######## factorial_seq_engine_flat ########
$ cat config.mk
export PLATFORM = sky130hd
export DESIGN_NAME = factorial_seq_engine_flat
export DESIGN_NICKNAME = d
export VERILOG_FILES = /design/src/rtl/factorial_seq_engine_if.sv /design/src/rtl/factorial_seq_engine.sv /design/src/flat_wrapper.sv
export SDC_FILE = /design/constraint.sdc
export NUM_CORES = 1
export LEC_CHECK = 0
export CAP_MARGIN = 20
export CORE_MARGIN = 4
export CORE_UTILIZATION = 56
export DETAILED_ROUTE_END_ITERATION = 10
export GPL_ROUTABILITY_DRIVEN = 0
export PLACE_DENSITY = 0.79
export SETUP_SLACK_MARGIN = 0.02
export SKIP_CTS_REPAIR_TIMING = 1
export SLEW_MARGIN = 20
export SYNTH_ARGS = -nofsm -noshare
export SYNTH_HDL_FRONTEND = slang
export SYNTH_SLANG_ARGS = --single-unit
$ cat constraint.sdc
create_clock -name clock -period 4.6 [get_ports clock]
set_clock_uncertainty 0.1 [all_clocks]
set_input_delay 0.46 -clock clock [delete_from_list [all_inputs] [get_ports clock]]
set_output_delay 0.46 -clock clock [all_outputs]
set_load 0.1 [all_outputs]
$ cat src/rtl/factorial_seq_engine_if.sv
// Operand/result handshake bundle for the sequential factorial engine.
// The source/consumer side is the master; the engine is the slave.
interface factorial_seq_engine_if #(
  parameter int N_WIDTH   = 4,
  parameter int OUT_WIDTH = 32
);
  logic                 in_valid;
  logic                 in_ready;
  logic [N_WIDTH-1:0]   number;
  logic                 out_valid;
  logic                 out_ready;
  logic [OUT_WIDTH-1:0] out;
  logic                 overflow;

  modport master (
    output in_valid, number, out_ready,
    input  in_ready, out_valid, out, overflow
  );

  modport slave (
    input  in_valid, number, out_ready,
    output in_ready, out_valid, out, overflow
  );
endinterface

$ cat src/rtl/factorial_seq_engine.sv
// Multi-cycle factorial unit: accepts n over a valid/ready port, computes n! by
// repeated multiply-decrement, returns the truncated result plus an overflow flag.
module factorial_seq_engine #(
  parameter int N_WIDTH   = 4,
  parameter int OUT_WIDTH = 32
) (
  input logic                  clock,
  input logic                  reset_n,
  factorial_seq_engine_if.slave io
);

  typedef enum logic [1:0] {IDLE, CALC, DONE} state_t;

  state_t                 state;
  logic [OUT_WIDTH-1:0]   acc;
  logic [N_WIDTH-1:0]     cnt;
  logic                   ovf;
  logic [2*OUT_WIDTH-1:0] prod;

  // Full-width product so bits lost to truncation can be seen for the overflow flag.
  assign prod = {{OUT_WIDTH{1'b0}}, acc} * {{(2*OUT_WIDTH-N_WIDTH){1'b0}}, cnt};

  always_ff @(posedge clock or negedge reset_n) begin
    if (!reset_n) begin
      state        <= IDLE;
      io.in_ready  <= 1'b1;
      io.out_valid <= 1'b0;
      io.out       <= '0;
      io.overflow  <= 1'b0;
      acc          <= '0;
      cnt          <= '0;
      ovf          <= 1'b0;
    end else begin
      case (state)
        IDLE: begin
          if (io.in_valid) begin
            cnt         <= io.number;
            acc         <= {{(OUT_WIDTH-1){1'b0}}, 1'b1};
            ovf         <= 1'b0;
            io.in_ready <= 1'b0;
            state       <= CALC;
          end
        end
        CALC: begin
          if (cnt > N_WIDTH'(1)) begin
            acc <= prod[OUT_WIDTH-1:0];
            cnt <= cnt - N_WIDTH'(1);
            if (|prod[2*OUT_WIDTH-1:OUT_WIDTH]) ovf <= 1'b1;
          end else begin
            io.out       <= acc;
            io.overflow  <= ovf;
            io.out_valid <= 1'b1;
            state        <= DONE;
          end
        end
        DONE: begin
          // out/overflow keep their values after the handshake
          if (io.out_ready) begin
            io.out_valid <= 1'b0;
            io.in_ready  <= 1'b1;
            state        <= IDLE;
          end
        end
        default: begin
          io.out_valid <= 1'b0;
          io.in_ready  <= 1'b1;
          state        <= IDLE;
        end
      endcase
    end
  end

endmodule

$ cat src/flat_wrapper.sv
// flat-port wrapper written by rule: the top's interface ports become plain ports
module factorial_seq_engine_flat 
#(
  parameter int N_WIDTH   = 4,
  parameter int OUT_WIDTH = 32
)
  (clock, reset_n, io_in_valid, io_number, io_out_ready, io_in_ready, io_out_valid, io_out, io_overflow);
  factorial_seq_engine_if #(.N_WIDTH(N_WIDTH), .OUT_WIDTH(OUT_WIDTH)) io_i ();
  input logic clock;
  input logic reset_n;
  input wire logic [$bits(io_i.in_valid)-1:0] io_in_valid;
  input wire logic [$bits(io_i.number)-1:0] io_number;
  input wire logic [$bits(io_i.out_ready)-1:0] io_out_ready;
  output wire logic [$bits(io_i.in_ready)-1:0] io_in_ready;
  output wire logic [$bits(io_i.out_valid)-1:0] io_out_valid;
  output wire logic [$bits(io_i.out)-1:0] io_out;
  output wire logic [$bits(io_i.overflow)-1:0] io_overflow;
  assign io_i.in_valid = io_in_valid;
  assign io_i.number = io_number;
  assign io_i.out_ready = io_out_ready;
  assign io_in_ready = io_i.in_ready;
  assign io_out_valid = io_i.out_valid;
  assign io_out = io_i.out;
  assign io_overflow = io_i.overflow;
  factorial_seq_engine #(.N_WIDTH(N_WIDTH), .OUT_WIDTH(OUT_WIDTH)) u_core (.clock(clock), .reset_n(reset_n), .io(io_i));
endmodule
######## matmul_mac_sequencer ########
### config.mk
export PLATFORM = sky130hd
export DESIGN_NAME = matmul_mac_sequencer
export DESIGN_NICKNAME = d
export VERILOG_FILES = /design/src/rtl/matmul_pkg.sv /design/src/rtl/mac_tag_pipe.sv /design/src/rtl/matmul_mac_sequencer.sv
export SDC_FILE = /design/constraint.sdc
export NUM_CORES = 1
export LEC_CHECK = 0
export CAP_MARGIN = 20
export CORE_MARGIN = 8
export CORE_UTILIZATION = 37
export CTS_CLUSTER_SIZE = 14
export DETAILED_ROUTE_END_ITERATION = 10
export SYNTH_ARGS = -nofsm -noshare
export SYNTH_HDL_FRONTEND = slang
export SYNTH_HIERARCHICAL = 1
export SYNTH_SLANG_ARGS = --single-unit
### constraint.sdc
create_clock -name clk -period 2.7 [get_ports clk]
set_input_delay 0.27 -clock clk [delete_from_list [all_inputs] [get_ports clk]]
set_output_delay 0.27 -clock clk [all_outputs]
set_load 0.005 [all_outputs]
### src/rtl/matmul_pkg.sv
// Shared types for the matmul MAC sequencer: FSM state encoding, index widths
// and the default tag layout that travels alongside each product.
package matmul_pkg;

  typedef enum logic [1:0] {
    IDLE      = 2'd0,
    ISSUE     = 2'd1,
    DRAIN     = 2'd2,
    WAIT_DONE = 2'd3
  } seq_state_t;

  // A dimension of 1 still needs a 1-bit index port.
  function automatic int unsigned idx_w(input int unsigned n);
    return (n > 1) ? $clog2(n) : 1;
  endfunction

  localparam int unsigned DEF_M   = 4;
  localparam int unsigned DEF_K   = 4;
  localparam int unsigned DEF_N   = 4;
  localparam int unsigned DEF_I_W = idx_w(DEF_M);
  localparam int unsigned DEF_J_W = idx_w(DEF_N);
  localparam int unsigned DEF_K_W = idx_w(DEF_K);

  typedef struct packed {
    logic               valid;
    logic [DEF_I_W-1:0] i;
    logic [DEF_J_W-1:0] j;
    logic [DEF_K_W-1:0] k;
  } tag_t;

endpackage

### src/rtl/mac_tag_pipe.sv
// Fixed-latency shift register carrying {valid, i, j, k} tags so that index
// information lines up with the product leaving the memory/multiplier chain.
module mac_tag_pipe
  import matmul_pkg::*;
#(
  parameter int unsigned PIPE_DEPTH = 2,
  parameter type         tag_type   = tag_t
) (
  input  logic    clk,
  input  logic    resetn,
  input  tag_type tag_in,
  output tag_type tag_out
);

  tag_type stage [PIPE_DEPTH];

  always_ff @(posedge clk or negedge resetn) begin
    if (!resetn) begin
      for (int unsigned s = 0; s < PIPE_DEPTH; s++) begin
        stage[s] <= '0;
      end
    end else begin
      stage[0] <= tag_in;
      for (int unsigned s = 1; s < PIPE_DEPTH; s++) begin
        stage[s] <= stage[s-1];
      end
    end
  end

  assign tag_out = stage[PIPE_DEPTH-1];

endmodule

### src/rtl/matmul_mac_sequencer.sv
// Walks the (i, j, k) space of an MxK by KxN product, issues A/B reads and
// delays each index tuple so it arrives with its product at the accumulator.
module matmul_mac_sequencer
  import matmul_pkg::*;
#(
  parameter int unsigned M          = 4,
  parameter int unsigned K          = 4,
  parameter int unsigned N          = 4,
  parameter int unsigned PIPE_DEPTH = 2
) (
  input  logic                  clk,
  input  logic                  resetn,
  input  logic                  start,
  input  logic                  stall,
  input  logic                  mac_done,
  output logic                  busy,
  output logic                  done,
  output logic                  rd_en,
  output logic [idx_w(M)-1:0]   row_addr_a,
  output logic [idx_w(K)-1:0]   col_addr_a,
  output logic [idx_w(K)-1:0]   row_addr_b,
  output logic [idx_w(N)-1:0]   col_addr_b,
  output logic                  mult_done_reg,
  output logic [idx_w(M)-1:0]   matrix_a_row_addr_counter_reg,
  output logic [idx_w(K)-1:0]   matrix_a_col_addr_counter_reg,
  output logic [idx_w(K)-1:0]   matrix_b_row_addr_counter_reg,
  output logic [idx_w(N)-1:0]   matrix_b_col_addr_counter_reg
);

  localparam int unsigned IW = idx_w(M);
  localparam int unsigned JW = idx_w(N);
  localparam int unsigned KW = idx_w(K);
  localparam int unsigned DW = $clog2(PIPE_DEPTH + 1);

  localparam logic [IW-1:0] I_LAST = IW'(M - 1);
  localparam logic [JW-1:0] J_LAST = JW'(N - 1);
  localparam logic [KW-1:0] K_LAST = KW'(K - 1);

  typedef struct packed {
    logic          valid;
    logic [IW-1:0] i;
    logic [JW-1:0] j;
    logic [KW-1:0] k;
  } seq_tag_t;

  seq_state_t    state;
  logic [IW-1:0] i_cnt;
  logic [JW-1:0] j_cnt;
  logic [KW-1:0] k_cnt;
  logic [DW-1:0] drain_cnt;
  logic          mac_seen;
  seq_tag_t      tag_in;
  seq_tag_t      tag_out;

  always_comb begin
    busy   = (state != IDLE);
    rd_en  = (state == ISSUE) && !stall;
    // Bubbles still carry the held counters so the outputs stay stable.
    tag_in = '{valid: rd_en, i: i_cnt, j: j_cnt, k: k_cnt};
  end

  always_ff @(posedge clk or negedge resetn) begin
    if (!resetn) begin
      state     <= IDLE;
      i_cnt     <= '0;
      j_cnt     <= '0;
      k_cnt     <= '0;
      drain_cnt <= '0;
      mac_seen  <= 1'b0;
      done      <= 1'b0;
    end else begin
      done <= 1'b0;
      if (state != IDLE && mac_done) mac_seen <= 1'b1;
      case (state)
        IDLE: begin
          i_cnt    <= '0;
          j_cnt    <= '0;
          k_cnt    <= '0;
          mac_seen <= 1'b0;
          if (start) state <= ISSUE;
        end
        ISSUE: begin
          if (rd_en) begin
            if (k_cnt == K_LAST) begin
              k_cnt <= '0;
              if (j_cnt == J_LAST) begin
                j_cnt <= '0;
                if (i_cnt == I_LAST) begin
                  i_cnt     <= '0;
                  drain_cnt <= DW'(PIPE_DEPTH);
                  state     <= DRAIN;
                end else begin
                  i_cnt <= i_cnt + 1'b1;
                end
              end else begin
                j_cnt <= j_cnt + 1'b1;
              end
            end else begin
              k_cnt <= k_cnt + 1'b1;
            end
          end
        end
        DRAIN: begin
          if (drain_cnt == '0) state <= WAIT_DONE;
          else                 drain_cnt <= drain_cnt - 1'b1;
        end
        WAIT_DONE: begin
          if (mac_seen || mac_done) begin
            done  <= 1'b1;
            state <= IDLE;
          end
        end
        default: state <= IDLE;
      endcase
    end
  end

  mac_tag_pipe #(
    .PIPE_DEPTH (PIPE_DEPTH),
    .tag_type   (seq_tag_t)
  ) u_tag_pipe (
    .clk     (clk),
    .resetn  (resetn),
    .tag_in  (tag_in),
    .tag_out (tag_out)
  );

  assign row_addr_a                    = i_cnt;
  assign col_addr_a                    = k_cnt;
  assign row_addr_b                    = k_cnt;
  assign col_addr_b                    = j_cnt;
  assign mult_done_reg                 = tag_out.valid;
  assign matrix_a_row_addr_counter_reg = tag_out.i;
  assign matrix_a_col_addr_counter_reg = tag_out.k;
  assign matrix_b_row_addr_counter_reg = tag_out.k;
  assign matrix_b_col_addr_counter_reg = tag_out.j;

endmodule
factorial_seq_engine_flat, routed metal per tile:
Scale bar: 20 um. 24 x 24 tiles, from black (low) to pale yellow (high), scaled to the fullest tile. Values are wire area over tile area, all layers added.
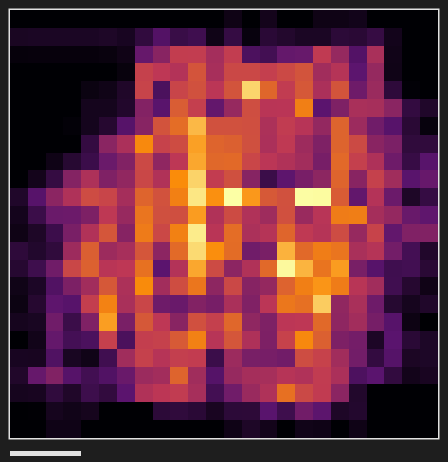
fullest tile: 0.64
tiles over half the peak: 27%
mean over tiles: 0.20
nearly empty tiles: 15%
emptiest ninth of the die: north-west
densest ninth of the die: centre

factorial_seq_engine_flat, metal 1:
Scale bar: 20 um.
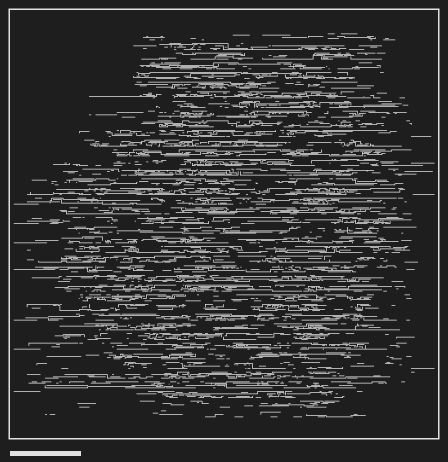
main direction: horizontal
nets with wire on the layer: 882
wire length on this layer: 7700 um

==> run summary, factorial_seq_engine_flat <==
Status -> complete, no violations
Number of max-cap violations -> 0
Clock tree buffer depth -> 2
Registers, synthesis -> 74
Seq. pwr -> 1.18 mW
Slew @ Worst Pin -> 0.9805 ns
Most instantiated logic cell after routing -> inv_1
Dpl ws -> -0.1794 ns
Max-slew violation count -> 0
Die H -> 120.4 um
WP depth -> 14
Sw Pwr -> 3.181 mW
Gr ovfl total -> 0
CP startpoint -> u_core.cnt[3]$_DFFE_PN0P_
Metal2 WL -> 8973 um
Post-Syn Instances -> 801
Logic area -> 4805 um2
Floorplan utilization -> 57.98%
CTS tree -> done
Placeable Area -> 12210 um2
-- factorial_seq_engine_flat: Yosys cell counts, types with 3 or more instances --
master	n
a31oi_1	6
a21o_1	22
o31ai_1	3
mux2_2	34
xor2_1	12
nor3_1	5
xnor2_1	16
a21oi_1	37
and2_1	93
nand3_1	31
o21a_1	3
or2_2	5
nand2_1	75
o211ai_1	6
fa_1	60
nand4_1	5
clkbuf_1	33
o21ai_0	48
inv_1	120
o2111ai_1	3
ha_1	42
dfrtp_1	73
a2111oi_0	3
nor2_1	26
-- factorial_seq_engine_flat: layout make-up --
cell class / instances / share of cell area, %
repair buffers: 65 / 7.204
multi-input cells: 571 / 58.23
clock buffers: 10 / 2.897
inverters: 120 / 5.460
flip-flops and latches: 74 / 22.51
well taps: 168 / 2.548
clock inverters: 6 / 1.153
-- factorial_seq_engine_flat: cell families after synthesis --
logic type               synth area share (%)
AND/OR/NAND/NOR                         18.10
buffers and inverters                   8.305
AND-OR/OR-AND                           14.03
adder cells (fa/ha/maj)                 24.39
flip-flops                              26.17
multiplexers                            5.549
XOR/XNOR                                3.463
matmul_mac_sequencer, metal 1:
Scale bar: 20 um.
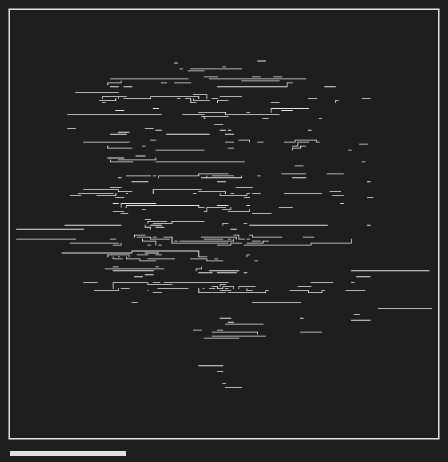
share of all routed wire: 42%
main direction: horizontal
longest straight run: 16.6 um

==> run summary, matmul_mac_sequencer <==
Status -> complete, no violations
Largest net degree at the start of global routing -> 27
First-pass GRT wire length -> 3346 um
Comb power -> 0.687 mW
Row cnt -> 21
TritonCTS Buffers -> 3
Leak -> 0.7330 nW
Worst hold slack -> 0.3030 ns
I/O Buffers -> 24
YS chip area -> 1225 um2
DRT antenna net count -> 0
Count of non-CTS buffers in the layout -> 25
Met2 usage -> 14.47%
Clock-pin slew on the worst setup and hold paths -> 0.14 ns
Nets@finish -> 133
Tapcells -> 46
Worst path bufs/invs -> 2
Area Overhead vs Synth -> 22.06%
Crit path largest cell delay -> 0.51 ns
Cell type with the largest total area -> dfrtp_1
Cell Type Count -> 24
Comb power frac -> 43.1%
Routability Congestion -> 0.7323
## matmul_mac_sequencer: worst paths after layout
check / end / slack [ns] / cells past startpoint
worst max-delay path: rd_en / 0.47 / 4
max in group asynchronous: u_tag_pipe/stage[8]$_DFF_PN0_ / 2.14 / 2
min in group clk: u_tag_pipe/tag_out[0]$_DFF_PN0_ / 0.36 / 0
worst min register to register: u_tag_pipe/tag_out[0]$_DFF_PN0_ / 0.36 / 0
worst min-delay path: drain_cnt[1]$_DFFE_PN0P_ / 0.30 / 2
worst max register to register: state[1]$_DFFE_PN0P_ / 0.90 / 6
## matmul_mac_sequencer: per-stage QoR
step,setup WS [ns],std cells,area [um2],util (%)
2_1_floorplan,1.064,99,1225,-
3_3_place_gp,0.8705,158,1443,44.28
3_5_place_dp,0.8324,158,1443,44.28
4_1_cts,0.4344,162,1495,45.89
5_1_grt,0.3486,162,1495,45.89
6_report,0.4746,162,1495,45.89
## matmul_mac_sequencer: state kept, by name, indices dropped and copies added (netlist names)
signal,flops
col_addr_b,2
col_addr_a,2
u_tag_pipe/stage,7
mac_seen,1
row_addr_a,2
drain_cnt,2
done,1
state,2
u_tag_pipe/tag_out,7


## Gallery

The metal 2 layer.
panel A
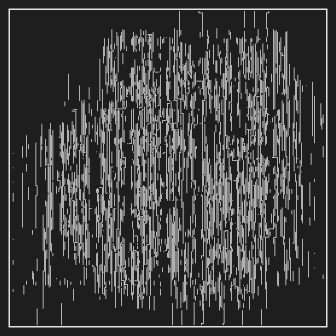
panel B
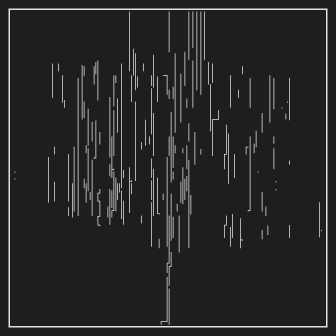
factorial_seq_engine_flat is panel A.
matmul_mac_sequencer is panel B.

Power and IR drop assume default switching activity.
